######## block 1 ########
**Block 1: placement by cell class**

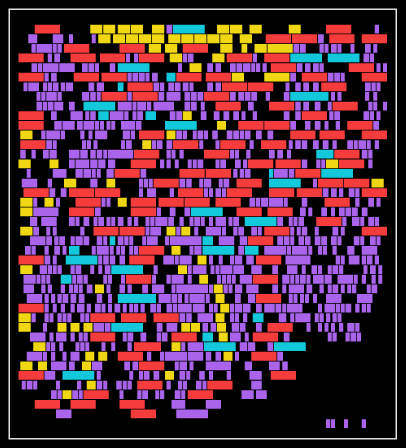
**Block 1: local utilization**

The bar under the picture is 20 um long. 11 x 12 tiles, from black (low) to pale yellow (high), 0 to 100% covered.
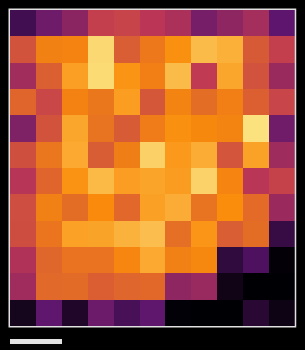
===== config.mk =====
export PLATFORM = sky130hd
export DESIGN_NAME = calib_coef_gen_flat
export DESIGN_NICKNAME = d
export VERILOG_FILES = /design/src/rtl/calib_coef_gen_if.sv /design/src/rtl/calib_coef_gen.sv /design/src/flat_wrapper.sv
export SDC_FILE = /design/constraint.sdc
export NUM_CORES = 1
export LEC_CHECK = 0
export ABC_AREA = 1
export CAP_MARGIN = 40
export CORE_AREA = 2 2 107 119
export CTS_BUF_LIST = sky130_fd_sc_hd__clkbuf_8 sky130_fd_sc_hd__clkbuf_16
export DETAILED_ROUTE_END_ITERATION = 10
export DIE_AREA = 0 0 109 121
export GPL_TIMING_DRIVEN = 1
export HOLD_SLACK_MARGIN = 0.03
export PLACE_DENSITY_LB_ADDON = 0.2
export SYNTH_ARGS = -nofsm -noshare
export SYNTH_HDL_FRONTEND = slang
export SYNTH_SLANG_ARGS = --single-unit
export TNS_END_PERCENT = 10

===== constraint.sdc =====
create_clock -name clk -period 2.2 [get_ports clk]
set_input_delay 0.44 -clock clk [delete_from_list [all_inputs] [get_ports clk]]
set_output_delay 0.44 -clock clk [all_outputs]
set_load 0.01 [all_outputs]

===== src/rtl/calib_coef_gen_if.sv =====
// Signal bundle between calib_coef_gen and its surroundings:
// controller, ADC front end and calibration EEPROM.
interface calib_coef_gen_if;
    logic       start;
    logic       smpl_vld;
    logic [7:0] smpl;
    logic       ref_sel;
    logic       ee_req;
    logic [7:0] ee_addr;
    logic [7:0] ee_wdata;
    logic       ee_ack;
    logic [7:0] off_out;
    logic [7:0] gain_out;
    logic       busy;
    logic       done;
    logic       err;

    // slave is the calibration block; master is everything around it
    modport slave (
        input  start, smpl_vld, smpl, ee_ack,
        output ref_sel, ee_req, ee_addr, ee_wdata, off_out, gain_out, busy, done, err
    );
    modport master (
        output start, smpl_vld, smpl, ee_ack,
        input  ref_sel, ee_req, ee_addr, ee_wdata, off_out, gain_out, busy, done, err
    );
endinterface


===== src/rtl/calib_coef_gen.sv =====
// Offset/gain calibration: averages zero and full-scale references, derives the
// coefficient pair, writes it to EEPROM (offset then gain) and publishes it.
module calib_coef_gen #(
    parameter int unsigned LOG_N     = 4,
    parameter int unsigned SETTLE    = 4,
    parameter logic [7:0]  FS_TARGET = 8'hF0,
    parameter logic [7:0]  OFF_ADDR  = 8'h00,
    parameter logic [7:0]  GAIN_ADDR = 8'h01
) (
    input  logic            clk,
    input  logic            rst,
    calib_coef_gen_if.slave bus
);
    localparam int unsigned N      = 1 << LOG_N;
    localparam int unsigned ACC_W  = 8 + LOG_N;
    localparam int unsigned DIV_W  = 15;
    localparam int unsigned PH_LEN = SETTLE + N;
    localparam int unsigned CNT_W  = ($clog2(PH_LEN) > 4) ? $clog2(PH_LEN) : 4;

    localparam logic [CNT_W-1:0] LAST_SMPL = CNT_W'(PH_LEN - 1);
    localparam logic [CNT_W-1:0] SETTLE_C  = CNT_W'(SETTLE);
    localparam logic [CNT_W-1:0] DIV_LAST  = CNT_W'(DIV_W - 1);
    localparam logic [DIV_W-1:0] DIV_NUM   = {FS_TARGET, 7'b000_0000};

    typedef enum logic [2:0] {
        IDLE, ACC_Z, ACC_F, OFFS, DIV, WR_OFF, WR_GAIN, FIN
    } state_t;

    state_t state, state_nxt;

    logic [CNT_W-1:0] cnt;
    logic [ACC_W-1:0] acc;
    logic [7:0]       avg_z, avg_f;
    logic [7:0]       off, den, gain;
    logic [DIV_W-1:0] div_num, quo;
    logic [7:0]       rem;

    logic       ref_sel_q, ee_req_q, busy_q, done_q, err_q;
    logic [7:0] ee_addr_q, ee_wdata_q, off_out_q, gain_out_q;

    assign bus.ref_sel  = ref_sel_q;
    assign bus.ee_req   = ee_req_q;
    assign bus.ee_addr  = ee_addr_q;
    assign bus.ee_wdata = ee_wdata_q;
    assign bus.off_out  = off_out_q;
    assign bus.gain_out = gain_out_q;
    assign bus.busy     = busy_q;
    assign bus.done     = done_q;
    assign bus.err      = err_q;

    // Accumulation datapath
    logic [ACC_W-1:0] acc_sum;
    logic [7:0]       acc_avg;
    logic             phase_last;

    assign acc_sum    = acc + ACC_W'(bus.smpl);
    assign acc_avg    = acc_sum[ACC_W-1 -: 8];
    assign phase_last = bus.smpl_vld && (cnt == LAST_SMPL);

    // Offset and divisor; the divisor clamps rather than wraps when adding
    // the negative offset would cross below zero or above 127 in two's complement.
    logic [7:0] off_c, sum_c, den_c;

    always_comb begin
        // NOTE: every always_comb output gets a default first so no path leaves it
        // unassigned; a missing default would infer a latch.
        off_c = (avg_z >= 8'h80) ? 8'h80 : 8'h00 - avg_z;
        sum_c = avg_f + off_c;
        den_c = sum_c;
        if (!avg_f[7] && !off_c[7] && sum_c[7]) begin
            den_c = 8'hFF;
        end else if (!avg_f[7] && off_c[7] && sum_c[7]) begin
            den_c = 8'h00;
        end
    end

    // One restoring-division step per cycle
    logic [8:0]       rem_sh;
    logic             q_bit;
    logic [7:0]       rem_nxt;
    logic [DIV_W-1:0] quo_nxt;
    logic             gain_sat;

    assign rem_sh   = {rem, div_num[DIV_W-1]};
    assign q_bit    = (rem_sh >= {1'b0, den});
    assign rem_nxt  = q_bit ? 8'(rem_sh - {1'b0, den}) : rem_sh[7:0];
    assign quo_nxt  = {quo[DIV_W-2:0], q_bit};
    assign gain_sat = (den == 8'h00) || (quo_nxt[DIV_W-1:8] != '0);

    logic ee_hs;
    assign ee_hs = ee_req_q && bus.ee_ack;

    always_ff @(posedge clk) begin
        if (rst) begin
            state <= IDLE;
        end else begin
            state <= state_nxt;
        end
    end

    always_comb begin
        state_nxt = state;
        unique case (state)
            IDLE:    if (bus.start) state_nxt = ACC_Z;
            ACC_Z:   if (phase_last) state_nxt = ACC_F;
            ACC_F:   if (phase_last) state_nxt = OFFS;
            OFFS:    state_nxt = DIV;
            DIV:     if (cnt == DIV_LAST) state_nxt = WR_OFF;
            WR_OFF:  if (ee_hs) state_nxt = WR_GAIN;
            WR_GAIN: if (ee_hs) state_nxt = FIN;
            FIN:     state_nxt = IDLE;
            default: state_nxt = IDLE;
        endcase
    end

    // NOTE: sequential state is updated with non-blocking assignments only, so every
    // register samples pre-edge values regardless of statement order.
    always_ff @(posedge clk) begin
        if (rst) begin
            cnt        <= '0;
            acc        <= '0;
            avg_z      <= '0;
            avg_f      <= '0;
            off        <= '0;
            den        <= '0;
            gain       <= '0;
            div_num    <= '0;
            quo        <= '0;
            rem        <= '0;
            ref_sel_q  <= 1'b0;
            ee_req_q   <= 1'b0;
            ee_addr_q  <= '0;
            ee_wdata_q <= '0;
            off_out_q  <= '0;
            gain_out_q <= '0;
            busy_q     <= 1'b0;
            done_q     <= 1'b0;
            err_q      <= 1'b0;
        end else begin
            done_q <= 1'b0;
            unique case (state)
                IDLE: begin
                    if (bus.start) begin
                        busy_q    <= 1'b1;
                        ref_sel_q <= 1'b0;
                        err_q     <= 1'b0;
                        cnt       <= '0;
                        acc       <= '0;
                    end
                end
                ACC_Z, ACC_F: begin
                    if (bus.smpl_vld) begin
                        if (cnt == LAST_SMPL) begin
                            if (state == ACC_Z) begin
                                avg_z     <= acc_avg;
                                ref_sel_q <= 1'b1;
                            end else begin
                                avg_f <= acc_avg;
                            end
                            acc <= '0;
                            cnt <= '0;
                        end else begin
                            if (cnt >= SETTLE_C) acc <= acc_sum;
                            cnt <= cnt + CNT_W'(1);
                        end
                    end
                end
                OFFS: begin
                    off     <= off_c;
                    den     <= den_c;
                    div_num <= DIV_NUM;
                    quo     <= '0;
                    rem     <= '0;
                    cnt     <= '0;
                end
                DIV: begin
                    div_num <= {div_num[DIV_W-2:0], 1'b0};
                    rem     <= rem_nxt;
                    quo     <= quo_nxt;
                    cnt     <= cnt + CNT_W'(1);
                    if (cnt == DIV_LAST) begin
                        gain       <= gain_sat ? 8'hFF : quo_nxt[7:0];
                        if (gain_sat) err_q <= 1'b1;
                        ee_req_q   <= 1'b1;
                        ee_addr_q  <= OFF_ADDR;
                        ee_wdata_q <= off;
                    end
                end
                WR_OFF: begin
                    if (ee_hs) ee_req_q <= 1'b0;
                end
                WR_GAIN: begin
                    // Request is low for exactly one cycle between the two writes
                    if (ee_hs) begin
                        ee_req_q   <= 1'b0;
                        off_out_q  <= off;
                        gain_out_q <= gain;
                        done_q     <= 1'b1;
                        busy_q     <= 1'b0;
                        ref_sel_q  <= 1'b0;
                    end else if (!ee_req_q) begin
                        ee_req_q   <= 1'b1;
                        ee_addr_q  <= GAIN_ADDR;
                        ee_wdata_q <= gain;
                    end
                end
                FIN: begin
                    cnt <= '0;
                end
                default: begin
                    cnt <= '0;
                end
            endcase
        end
    end
endmodule


===== src/flat_wrapper.sv =====
// flat-port wrapper written by rule: the top's interface ports become plain ports
module calib_coef_gen_flat 
#(
    parameter int unsigned LOG_N     = 4,
    parameter int unsigned SETTLE    = 4,
    parameter logic [7:0]  FS_TARGET = 8'hF0,
    parameter logic [7:0]  OFF_ADDR  = 8'h00,
    parameter logic [7:0]  GAIN_ADDR = 8'h01
)
  (clk, rst, bus_start, bus_smpl_vld, bus_smpl, bus_ee_ack, bus_ref_sel, bus_ee_req, bus_ee_addr, bus_ee_wdata, bus_off_out, bus_gain_out, bus_busy, bus_done, bus_err);
  calib_coef_gen_if bus_i ();
  input  logic clk;
  input  logic rst;
  input wire logic [$bits(bus_i.start)-1:0] bus_start;
  input wire logic [$bits(bus_i.smpl_vld)-1:0] bus_smpl_vld;
  input wire logic [$bits(bus_i.smpl)-1:0] bus_smpl;
  input wire logic [$bits(bus_i.ee_ack)-1:0] bus_ee_ack;
  output wire logic [$bits(bus_i.ref_sel)-1:0] bus_ref_sel;
  output wire logic [$bits(bus_i.ee_req)-1:0] bus_ee_req;
  output wire logic [$bits(bus_i.ee_addr)-1:0] bus_ee_addr;
  output wire logic [$bits(bus_i.ee_wdata)-1:0] bus_ee_wdata;
  output wire logic [$bits(bus_i.off_out)-1:0] bus_off_out;
  output wire logic [$bits(bus_i.gain_out)-1:0] bus_gain_out;
  output wire logic [$bits(bus_i.busy)-1:0] bus_busy;
  output wire logic [$bits(bus_i.done)-1:0] bus_done;
  output wire logic [$bits(bus_i.err)-1:0] bus_err;
  assign bus_i.start = bus_start;
  assign bus_i.smpl_vld = bus_smpl_vld;
  assign bus_i.smpl = bus_smpl;
  assign bus_i.ee_ack = bus_ee_ack;
  assign bus_ref_sel = bus_i.ref_sel;
  assign bus_ee_req = bus_i.ee_req;
  assign bus_ee_addr = bus_i.ee_addr;
  assign bus_ee_wdata = bus_i.ee_wdata;
  assign bus_off_out = bus_i.off_out;
  assign bus_gain_out = bus_i.gain_out;
  assign bus_busy = bus_i.busy;
  assign bus_done = bus_i.done;
  assign bus_err = bus_i.err;
  calib_coef_gen #(.LOG_N(LOG_N), .SETTLE(SETTLE), .FS_TARGET(FS_TARGET), .OFF_ADDR(OFF_ADDR), .GAIN_ADDR(GAIN_ADDR)) u_core (.clk(clk), .rst(rst), .bus(bus_i));
endmodule

==> deck_impl_summary.md <==
Flow Results at a Glance

Final layout
  – Most frequent logic cell in the layout: nand2_1
  – Largest registers: u_core.quo: 14 flops, u_core.acc: 12 flops
  – Comb gate area: 0.00346 mm2
  – Flop area: 0.00232 mm2
  – Fillers: 1083
  – Finished Layout Cells: 1129
  – Leading cell kind: combinational gates
  – Flop Count: 116
  – Clkbuf count: 18
  – Design Area, Final: 0.00776 mm2

STA
  – Tightest hold margin: 0.462 ns
  – Setup repair after global routing missed its margin: yes
  – Final Worst Setup Slack: -0.0559 ns
  – Final setup skew: 0.0102 ns
  – Final setup fails: 7
  – Fin Setup TNS: -0.299 ns
  – Final hold vios: 0

GRT
  – Initial antenna violation count: 0
  – Grt total ovfl: 0
  – First-pass GRT wire length: 24.5 mm

Power and ir drop
  – Clk pwr share: 0.381
  – Max IR drop VDD: 0.769 mV
  – Clk. pwr: 2760 uW
  – Seq pwr share: 0.332
  – Pwr top: the clock network

Clocking
  – H-tree Lvls: 4
  – Clk root buf: clkbuf_16
  – Post-CTS sizing: 20
  – CTS tree: yes

Drt
  – DR vias/cell: 5.11
  – Drt drc: 0
  – Final ANT Viol Nets: 0
  – Initial DRC count: 461

Logic synthesis
  – Post-synth ARST share: 0
  – Post-synth cell types: 39
  – Seq/Total Area, Yosys: 0.372
  – Chip area estimate from yosys synthesis: 0.00624 mm2
  – Area leader share: 0.372
  – List of most frequent post-synthesis cells: nand2_1, dfxtp_1, inv_1
  – Commonest flop: dfxtp_1

Worst setup path
  – CP Cell Sequence: inv_2 > ha_4 > inv_4 > nor2_4 > nand3_2 > inv_2 > nand3_2 > nand3_2 > inv_2 > ha_4 > nand2_2 > nand2_2 > a21oi_2 > nand2_1 > nand2_2 > nand3_4 > nand3_2 > a21oi_2
  – Reg2Reg Setup Slack: -0.06 ns
  – WP depth: 18
  – Req. time, crit path: 2.50 ns
  – Max incr delay on CP: 0.31 ns
  – Cell repeated most along the worst path: nand3_2
  – Startpoint types: flop
  – CP delay by family, top: simple AND/OR/NAND/NOR gates
  – WP data arrival: 2.56 ns
  – Crit path kind: flop to flop
  – Worst R2R Start: u_core.avg_z[0]$_SDFFE_PP0P_

Worst hold path
  – Min-delay src: u_core.quo[13]$_SDFFE_PP0P_
  – Hold path cells: 2
  – Hold Crit Class: flop to flop

Place
  – IO buf count: 42
  – HPWL after DPL: 10.4 mm
  – Placer Congestion: 0.864

Die
  – Die ar.: 0.0132 mm2
  – I/O pin cnt: 50
  – Die W: 109 um

Outcome
  – Failing checks: negative setup slack
  – Status: finished, violations left
## Picture notes: 'placement by cell class' of block 1
- cyan: clock drivers and dummy loads (cells 32; share of their area 7.8%)
- yellow: other buffers and delay cells (cells 79; share of their area 9.5%)
- red: flip-flops (cells 116; share of their area 31%)
- purple: all other logic (cells 748; share of their area 52%)
row cnt: 42
Seq area share: 0.299
core area: 0.0119 mm2

## Picture notes: 'local utilization' of block 1
- emptiest ninth of the die: bottom right
- nearly empty tiles: 4.5%
- densest ninth of the die: middle
- mean over tiles: 57%
- tiles over 75% full: 25%
final core utilization: 0.650
fp_density: 0.523

[worst min-delay path: stages, from the launching register on]
cell	delay, ns
dfxtp_1	0.31
nand2_1	0.06
a21oi_1	0.05
[logic make-up after synthesis]
group / after synthesis / share of synthesized area
simple gates: 401 / 0.288
compound gates: 175 / 0.149
buf+inv: 155 / 0.106
flops: 116 / 0.372
fa+ha+maj: 32 / 0.0678
xor+xnor: 12 / 0.0168
other cells: 1 / 0.000601
[layer usage]
metal  part of all wire  global-route usage
met3              0.043              0.0639
met1               0.43               0.273
met2               0.50               0.412
met5                  0                   0
met4              0.020              0.0777

######## block 2 ########
[config.mk]
export PLATFORM = sky130hd
export DESIGN_NAME = wb_intercon_rr
export DESIGN_NICKNAME = d
export VERILOG_FILES = /design/src/rtl/wb_intercon_rr.sv
export SDC_FILE = /design/constraint.sdc
export NUM_CORES = 1
export LEC_CHECK = 0
export CAP_MARGIN = 20
export CORE_AREA = 5 5 204 206
export DETAILED_ROUTE_END_ITERATION = 7
export DIE_AREA = 0 0 209 211
export PLACE_DENSITY = 0.49
export SYNTH_ARGS = -nofsm -noshare
export SYNTH_HDL_FRONTEND = slang
export SYNTH_SLANG_ARGS = --single-unit
export TNS_END_PERCENT = 1
[constraint.sdc]
create_clock -name clk -period 4.5 [get_ports clk]
set_input_delay 1.35 -clock clk [delete_from_list [all_inputs] [get_ports clk]]
set_output_delay 1.35 -clock clk [all_outputs]
set_load 0.01 [all_outputs]
[src/rtl/wb_intercon_rr.sv]
// Round-robin shared-bus Wishbone interconnect: NM masters onto NS address-decoded slaves, bus locked by CYC.
// Zero-latency ack/data path; grant takes one cycle; unmapped/timeout errors are registered one-cycle pulses.
module wb_intercon_rr #(
    parameter int                    NM         = 2,
    parameter int                    NS         = 8,
    parameter int                    DEC_W      = 3,
    parameter logic [NS*DEC_W-1:0]   SLAVE_BASE = {3'd7, 3'd6, 3'd5, 3'd4, 3'd3, 3'd2, 3'd1, 3'd0},
    parameter int                    TIMEOUT    = 255
) (
    input  logic                clk,
    input  logic                rst,
    input  logic [NM*32-1:0]    m_adr_i,
    input  logic [NM*32-1:0]    m_dat_i,
    input  logic [NM*4-1:0]     m_sel_i,
    input  logic [NM-1:0]       m_we_i,
    input  logic [NM-1:0]       m_cyc_i,
    input  logic [NM-1:0]       m_stb_i,
    output logic [31:0]         m_dat_o,
    output logic [NM-1:0]       m_ack_o,
    output logic [NM-1:0]       m_err_o,
    output logic [31:0]         s_adr_o,
    output logic [31:0]         s_dat_o,
    output logic [3:0]          s_sel_o,
    output logic                s_we_o,
    output logic [NS-1:0]       s_cyc_o,
    output logic [NS-1:0]       s_stb_o,
    input  logic [NS*32-1:0]    s_dat_i,
    input  logic [NS-1:0]       s_ack_i
);

    localparam int GW = (NM > 1) ? $clog2(NM) : 1;
    localparam int SW = (NS > 1) ? $clog2(NS) : 1;

    typedef enum logic {IDLE, OWNED} state_t;

    state_t          r_state, w_state_nxt;
    logic [GW-1:0]   r_gnt, r_last, w_gnt_nxt, w_last_nxt, w_rr_pick;
    logic [15:0]     r_tmo_cnt, w_tmo_nxt;
    logic            r_err, w_err_nxt;

    logic [31:0]     w_adr, w_wdat;
    logic [3:0]      w_sel_b;
    logic            w_we, w_cyc, w_stb;
    logic            w_hit;
    logic [SW-1:0]   w_sel;
    logic            w_slv_ack;
    logic            w_owned, w_ack, w_stall, w_unmapped, w_tmo_hit;

    // Granted master's request signals
    always_comb begin
        w_adr   = '0;
        w_wdat  = '0;
        w_sel_b = '0;
        w_we    = 1'b0;
        w_cyc   = 1'b0;
        w_stb   = 1'b0;
        for (int k = 0; k < NM; k++) begin
            if (r_gnt == GW'(k)) begin
                w_adr   = m_adr_i[k*32 +: 32];
                w_wdat  = m_dat_i[k*32 +: 32];
                w_sel_b = m_sel_i[k*4 +: 4];
                w_we    = m_we_i[k];
                w_cyc   = m_cyc_i[k];
                w_stb   = m_stb_i[k];
            end
        end
    end

    // Descending scan so the lowest matching slave index wins
    always_comb begin
        w_hit = 1'b0;
        w_sel = '0;
        for (int i = NS - 1; i >= 0; i--) begin
            if (w_adr[31 -: DEC_W] == SLAVE_BASE[i*DEC_W +: DEC_W]) begin
                w_hit = 1'b1;
                w_sel = SW'(i);
            end
        end
    end

    always_comb begin
        w_slv_ack = 1'b0;
        m_dat_o   = '0;
        for (int i = 0; i < NS; i++) begin
            if (w_hit && (w_sel == SW'(i))) begin
                w_slv_ack = s_ack_i[i];
                m_dat_o   = s_dat_i[i*32 +: 32];
            end
        end
    end

    assign w_owned    = (r_state == OWNED);
    assign w_ack      = w_owned & w_hit & w_cyc & w_stb & w_slv_ack;
    assign w_stall    = w_owned & w_hit & w_cyc & w_stb & ~w_slv_ack & ~r_err;
    assign w_unmapped = w_owned & ~w_hit & w_cyc & w_stb & ~r_err;
    assign w_tmo_hit  = w_stall & (r_tmo_cnt == 16'(TIMEOUT - 1));
    assign w_err_nxt  = w_unmapped | w_tmo_hit;
    assign w_tmo_nxt  = (w_stall && !w_tmo_hit) ? r_tmo_cnt + 16'd1 : 16'd0;

    assign s_adr_o = w_adr;
    assign s_dat_o = w_wdat;
    assign s_sel_o = w_sel_b;
    assign s_we_o  = w_we;

    always_comb begin
        s_cyc_o = '0;
        s_stb_o = '0;
        m_ack_o = '0;
        m_err_o = '0;
        for (int i = 0; i < NS; i++) begin
            if (w_owned && w_hit && (w_sel == SW'(i))) begin
                s_cyc_o[i] = w_cyc;
                s_stb_o[i] = w_stb;
            end
        end
        // A slave ack always beats a pending error pulse
        for (int k = 0; k < NM; k++) begin
            if (r_gnt == GW'(k)) begin
                m_ack_o[k] = w_ack;
                m_err_o[k] = w_owned & r_err & ~w_ack;
            end
        end
    end

    // Round-robin search starting just after the last owner
    always_comb begin
        logic found;
        found     = 1'b0;
        w_rr_pick = r_last;
        for (int i = 1; i <= NM; i++) begin
            for (int k = 0; k < NM; k++) begin
                if (!found && (k == (int'(r_last) + i) % NM) && m_cyc_i[k]) begin
                    w_rr_pick = GW'(k);
                    found     = 1'b1;
                end
            end
        end
    end

    always_comb begin
        w_state_nxt = r_state;
        w_gnt_nxt   = r_gnt;
        w_last_nxt  = r_last;
        case (r_state)
            IDLE: begin
                if (|m_cyc_i) begin
                    w_state_nxt = OWNED;
                    w_gnt_nxt   = w_rr_pick;
                    w_last_nxt  = w_rr_pick;
                end
            end
            OWNED: begin
                if (!w_cyc) w_state_nxt = IDLE;
            end
            default: w_state_nxt = IDLE;
        endcase
    end

    always_ff @(posedge clk or negedge rst) begin
        if (!rst) begin
            r_state   <= IDLE;
            r_gnt     <= '0;
            r_last    <= GW'(NM - 1);
            r_tmo_cnt <= '0;
            r_err     <= 1'b0;
        end else begin
            r_state   <= w_state_nxt;
            r_gnt     <= w_gnt_nxt;
            r_last    <= w_last_nxt;
            r_tmo_cnt <= w_tmo_nxt;
            r_err     <= w_err_nxt;
        end
    end

endmodule

**Block 2: placement by cell class**

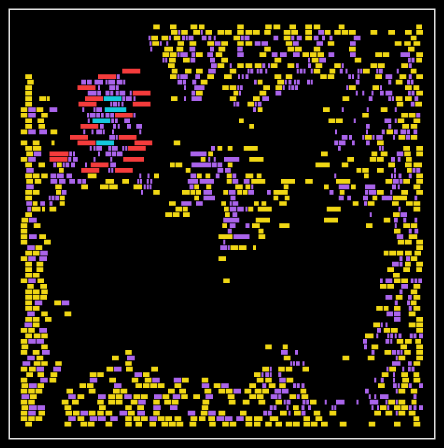
- red: flip-flops (cells 20; share of their area 4.9%)
- purple: all other logic (cells 520; share of their area 35%)
- yellow: other buffers and delay cells (cells 605; share of their area 59%)
- cyan: clock drivers and dummy loads (cells 4; share of their area 1.0%)
core area: 0.0395 mm2
final core utilization: 0.276
row cnt: 73

==> deck_impl_summary.md <==
Flow Results at a Glance

Outcome
  – Status: finished, violations left
  – Failing checks: negative setup slack

Logic synthesis
  – Chip area estimate from yosys synthesis: 0.00416 mm2
  – Post-synthesis cell count: 593
  – Synth Area in Adders: 0.00602

Clocking
  – CTS Buffer Depth: 2
  – Setup bufs post-CTS: 0
  – CTS buffer count: 3
  – H-tree Lvls: 1
  – Post-CTS sizing: 69

STA
  – Tightest hold margin: 0.488 ns
  – Fmax: 214 MHz
  – Final setup skew: 0.00288 ns
  – Final hold vios: 0
  – Final setup fails: 4
  – Minimum clock period: 4.67 ns
  – Final Worst Setup Slack: -0.174 ns

Worst setup path
  – Startpoint types: input port
  – CP Cell Sequence: clkdlybuf4s15_2 > mux2i_4 > buf_4 > nand2_1 > buf_4 > nor2_2 > buf_12 > buf_4 > a21oi_1 > a21oi_1 > clkdlybuf4s50_1
  – Reg2Reg Setup Slack: 1.85 ns
  – WP data arrival: 3.32 ns
  – Worst R2R Start: r_gnt$_DFFE_PN0P_
  – CP max FO: 18

GRT
  – First-pass GRT wire length: 47.1 mm

Final layout
  – #MultiIn Comb: 515
  – Syn-to-layout area delta: 162%
  – Combinational share of cell area: 0.326

Drt
  – DRT Wirelength: 33.4 mm
  – Metal2 WL: 16.9 mm
  – Final ANT Viol Nets: 0
  – Initial DRC count: 320

Power and ir drop
  – Gate power share: 0.854
  – Pwr top: combinational logic
  – Power Dens Cells: 312 mW/mm2
  – Clk pwr share: 0.071

Place
  – Placer Congestion: 0.895
## placed cells by master, fill, tap and decap left out, drive strengths merged, types with 4 or more instances in the layout
cell type      instances
inv                    5
a222oi                 4
xnor2                  9
o22ai                 25
a2bb2oi                4
xor2                   5
dfrtp                 19
a221o                 19
clkdlybuf4s50        485
nor2                  58
mux2                  71
clkdlybuf4s15          5
nand2                 99
a21oi                 54
a21o                   5
dlymetal6s2s          13
a221oi                 9
a31oi                 24
o2bb2ai                4
a22oi                  8
and3                   5
clkbuf                 6
mux2i                 10
o21ai                 27
nor3                   5
nand3                 21
nor2b                  5
buf                   78
dlygate4sd2           21

######## block 3 ########
--- src/rtl/cpu_pkg.sv ---
// cpu_pkg: mode-bus encodings, PC width and interrupt vector layout shared by
// mode_ctrl, the flag register file and the decode stage.
package cpu_pkg;
   localparam logic [1:0] MODE_BOOT    = 2'b00;
   localparam logic [1:0] MODE_USER    = 2'b01;
   localparam logic [1:0] MODE_HANDLER = 2'b10;
   localparam int PC_W = 16;
   localparam logic [PC_W-1:0] VEC_BASE = 16'hFF00;
   localparam int VEC_STRIDE = 4;
   typedef enum logic [1:0] {
      BOOT    = MODE_BOOT,
      USER    = MODE_USER,
      HANDLER = MODE_HANDLER
   } state_t;
endpackage

--- src/rtl/irq_prio_enc.sv ---
// irq_prio_enc: combinational lowest-index-first priority encoder.
module irq_prio_enc #(
   parameter int NUM_IRQ = 4
) (
   input  logic [NUM_IRQ-1:0] req,
   output logic               valid,
   output logic [2:0]         idx
);
   always_comb begin
      valid = |req;
      idx = '0;
      for (int i = NUM_IRQ - 1; i >= 0; i--)
         if (req[i]) idx = 3'(i);
   end
endmodule

--- src/rtl/mode_ctrl.sv ---
// mode_ctrl: processor mode sequencer and non-nesting interrupt controller;
// drives the mode bus, fetch redirects and the saved return PC.
module mode_ctrl #(
   parameter int NUM_IRQ = 4,
   parameter int PC_W = cpu_pkg::PC_W,
   parameter logic [PC_W-1:0] VEC_BASE = cpu_pkg::VEC_BASE,
   parameter int VEC_STRIDE = cpu_pkg::VEC_STRIDE
) (
   input  logic               clk,
   input  logic               rst,
   input  logic               start,
   input  logic               halt,
   input  logic [NUM_IRQ-1:0] irq,
   input  logic [NUM_IRQ-1:0] irq_mask,
   input  logic               retire,
   input  logic               reti,
   input  logic [PC_W-1:0]    pc_next,
   output logic [1:0]         mode,
   output logic               redirect,
   output logic [PC_W-1:0]    redirect_pc,
   output logic [NUM_IRQ-1:0] irq_ack,
   output logic [2:0]         active_irq,
   output logic [PC_W-1:0]    epc,
   output logic               bad_reti
);
   import cpu_pkg::*;
   state_t state, state_n;
   logic [NUM_IRQ-1:0] pending, pending_n, ack_n, req;
   logic valid, red_n, bad_n;
   logic [2:0] idx, act_n;
   logic [PC_W-1:0] vec, rpc_n, epc_n;
   assign req = pending & irq_mask;
   irq_prio_enc #(.NUM_IRQ(NUM_IRQ)) u_enc (.req(req), .valid(valid), .idx(idx));
   assign vec = VEC_BASE + PC_W'(VEC_STRIDE) * PC_W'(idx);
   assign mode = state;
   // new requests win over the clear of a source taken in the same cycle
   assign pending_n = (pending & ~ack_n) | irq;
   always_comb begin
      state_n = state;
      red_n = 1'b0;
      rpc_n = '0;
      ack_n = '0;
      act_n = active_irq;
      epc_n = epc;
      bad_n = 1'b0;
      if (halt) begin
         state_n = BOOT;
         act_n = '0;
      end else if (state == BOOT) begin
         if (start) state_n = USER;
      end else if (state == USER) begin
         bad_n = retire & reti;
         if (retire && valid) begin
            state_n = HANDLER;
            red_n = 1'b1;
            rpc_n = vec;
            ack_n = NUM_IRQ'(1) << idx;
            act_n = idx;
            epc_n = pc_next;
         end
      end else if (retire && reti) begin
         // handler exit always lands in USER for at least one cycle
         state_n = USER;
         red_n = 1'b1;
         rpc_n = epc;
         act_n = '0;
      end
   end
   always_ff @(posedge clk or posedge rst) begin
      if (rst) begin
         state <= BOOT;
         pending <= '0;
         redirect <= 1'b0;
         redirect_pc <= '0;
         irq_ack <= '0;
         active_irq <= '0;
         epc <= '0;
         bad_reti <= 1'b0;
      end else begin
         state <= state_n;
         pending <= pending_n;
         redirect <= red_n;
         redirect_pc <= rpc_n;
         irq_ack <= ack_n;
         active_irq <= act_n;
         epc <= epc_n;
         bad_reti <= bad_n;
      end
   end
endmodule

--- config.mk ---
export PLATFORM = sky130hd
export DESIGN_NAME = mode_ctrl
export DESIGN_NICKNAME = d
export VERILOG_FILES = /design/src/rtl/cpu_pkg.sv /design/src/rtl/irq_prio_enc.sv /design/src/rtl/mode_ctrl.sv
export SDC_FILE = /design/constraint.sdc
export NUM_CORES = 1
export LEC_CHECK = 0
export ABC_AREA = 0
export CORE_UTILIZATION = 43
export DETAILED_ROUTE_END_ITERATION = 8
export PLACE_DENSITY_LB_ADDON = 0.1
export SETUP_SLACK_MARGIN = 0.1
export SYNTH_ARGS = -nofsm -noshare
export SYNTH_HDL_FRONTEND = slang
export SYNTH_SLANG_ARGS = --single-unit
--- constraint.sdc ---
create_clock -name clk -period 2.2 [get_ports clk]
set_input_delay 0.44 -clock clk [delete_from_list [all_inputs] [get_ports clk]]
set_output_delay 0.44 -clock clk [all_outputs]
set_load 0.01 [all_outputs]
**Block 3: nets reached from selected ports**

The bar under the picture is 20 um long.
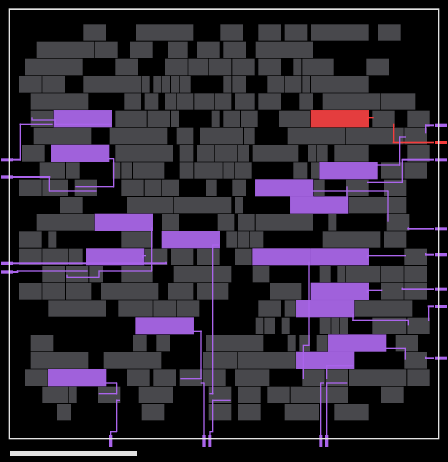
- purple: redirect_pc (direction output; end cells 16; buffers 16; wire 307 um)
- red: bad_reti (direction output; end cells 1; buffers 1; wire 10.4 um)
I/O pin cnt: 73
IO buf count: 71

**Block 3: routing congestion map**

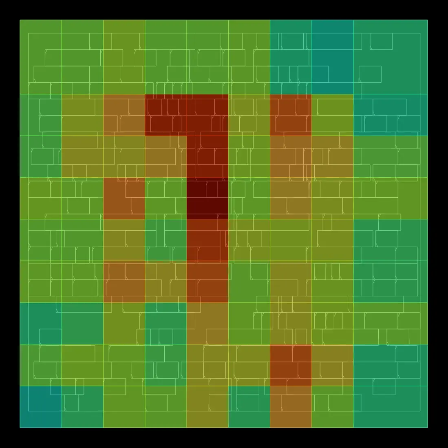
met1 Use GR: 0.249
GRT Max-Usage Layer: met2

==> deck_impl_summary.md <==
Flow Results at a Glance

Outcome
  – Status: completed

Worst setup path
  – CP startpoint: mode[1]$_DFFE_PP0P_
  – Crit path kind: flop to output port
  – Max incr delay on CP: 0.58 ns
  – WP depth: 1
  – CP max-delay cell: clkdlybuf4s50_1
  – Crit path buffers/inverters: 1

Power and ir drop
  – Psw: 549 uW
  – Pwr top: sequential cells
  – Pleak: 0.00123 uW

Final layout
  – Most frequent logic cell in the layout: clkdlybuf4s50_1

Logic synthesis
  – Mean Syn Cell Area: 13.3 um2
  – Commonest flop: dfrtp_1
  – Most common cell in the netlist: dfrtp_1
  – Mux cell area share after synthesis: 0.118
  – Area leader share: 0.625
  – Chip area estimate from yosys synthesis: 0.00184 mm2
  – Dominant combinational family: simple AND/OR/NAND/NOR gates

Worst hold path
  – Hold Crit Class: input port to async pin

STA
  – Tightest hold margin: 0.473 ns
  – Setup repair after global routing missed its margin: no
  – Final setup fails: 0
  – Fin Setup TNS: 0 ns
  – Minimum clock period: 1.80 ns

Drt
  – Final ANT Viol Nets: 0

GRT
  – Total GRT Usage: 0.204
  – Met2 Resource Use GR: 0.319

Die
  – Die W: 67.5 um

Clocking
  – H-tree Lvls: 2
**Block 3: placement by cell class**

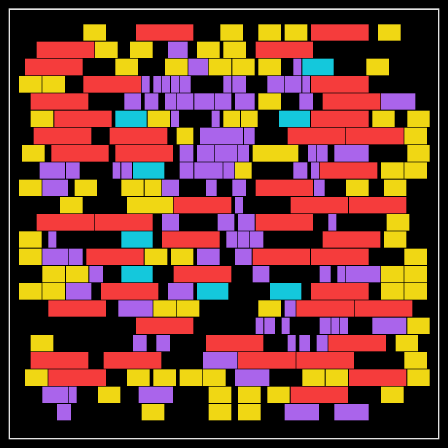
- purple: all other logic (cells 89; share of their area 24%)
- yellow: other buffers and delay cells (cells 78; share of their area 29%)
- red: flip-flops (cells 46; share of their area 43%)
- cyan: clock drivers and dummy loads (cells 8; share of their area 4.1%)
Design Area, Final: 0.00276 mm2
core area: 0.00406 mm2
row cnt: 23
final core utilization: 0.681

## worst reg2reg max path, delay by kind of cell (launching register included)
family	cells	cell delay, ns
AND-OR/OR-AND	1	0.20
buffers and inverters	1	0.18
flip-flops	1	0.47
multiplexers	1	0.36
AND/OR/NAND/NOR	1	0.32
## cell families after synthesis
logic type	Yosys count
DFF	46
and+or+nand+nor	40
AOI/OAI and AO/OA	28
muxes	16
buffers and inverters	8
other	1
## layout make-up
type,instances,area share
multi-input cells,85,0.230
clock buffers,8,0.0399
flip-flops and latches,46,0.417
well taps,50,0.0227
repair buffers,78,0.285
inverters,4,0.00544


## Gallery

PDN straps and rails.
shot_01.png
The bar under the picture is 20 um long. Pins as bars on the die edge.
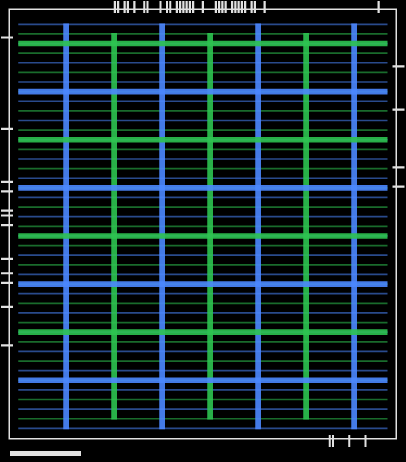
shot_02.png
The bar under the picture is 50 um long. Pins as bars on the die edge.
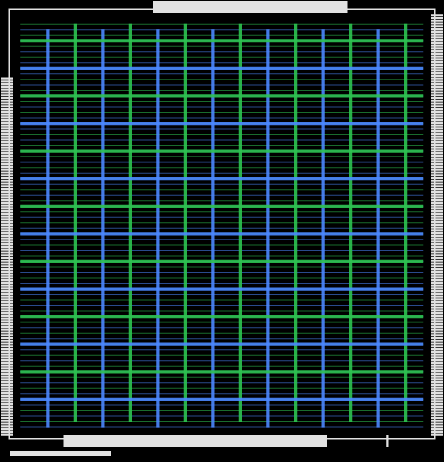
shot_03.png
The bar under the picture is 20 um long. Pins as bars on the die edge.
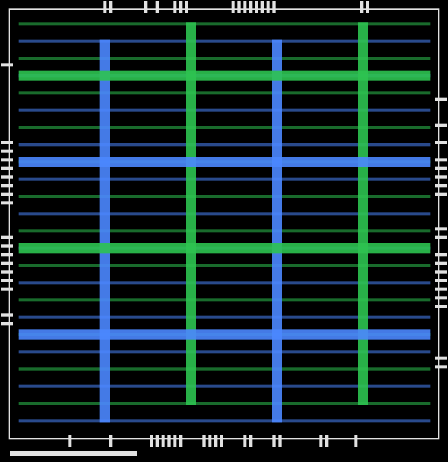
shot_02.png is block 2.
shot_01.png is block 1.
shot_03.png is block 3.
Of these, fewest pins: shot_01.png
Of these, largest die: shot_02.png

Power figures rest on the tool's default switching activity, not on a simulated workload.
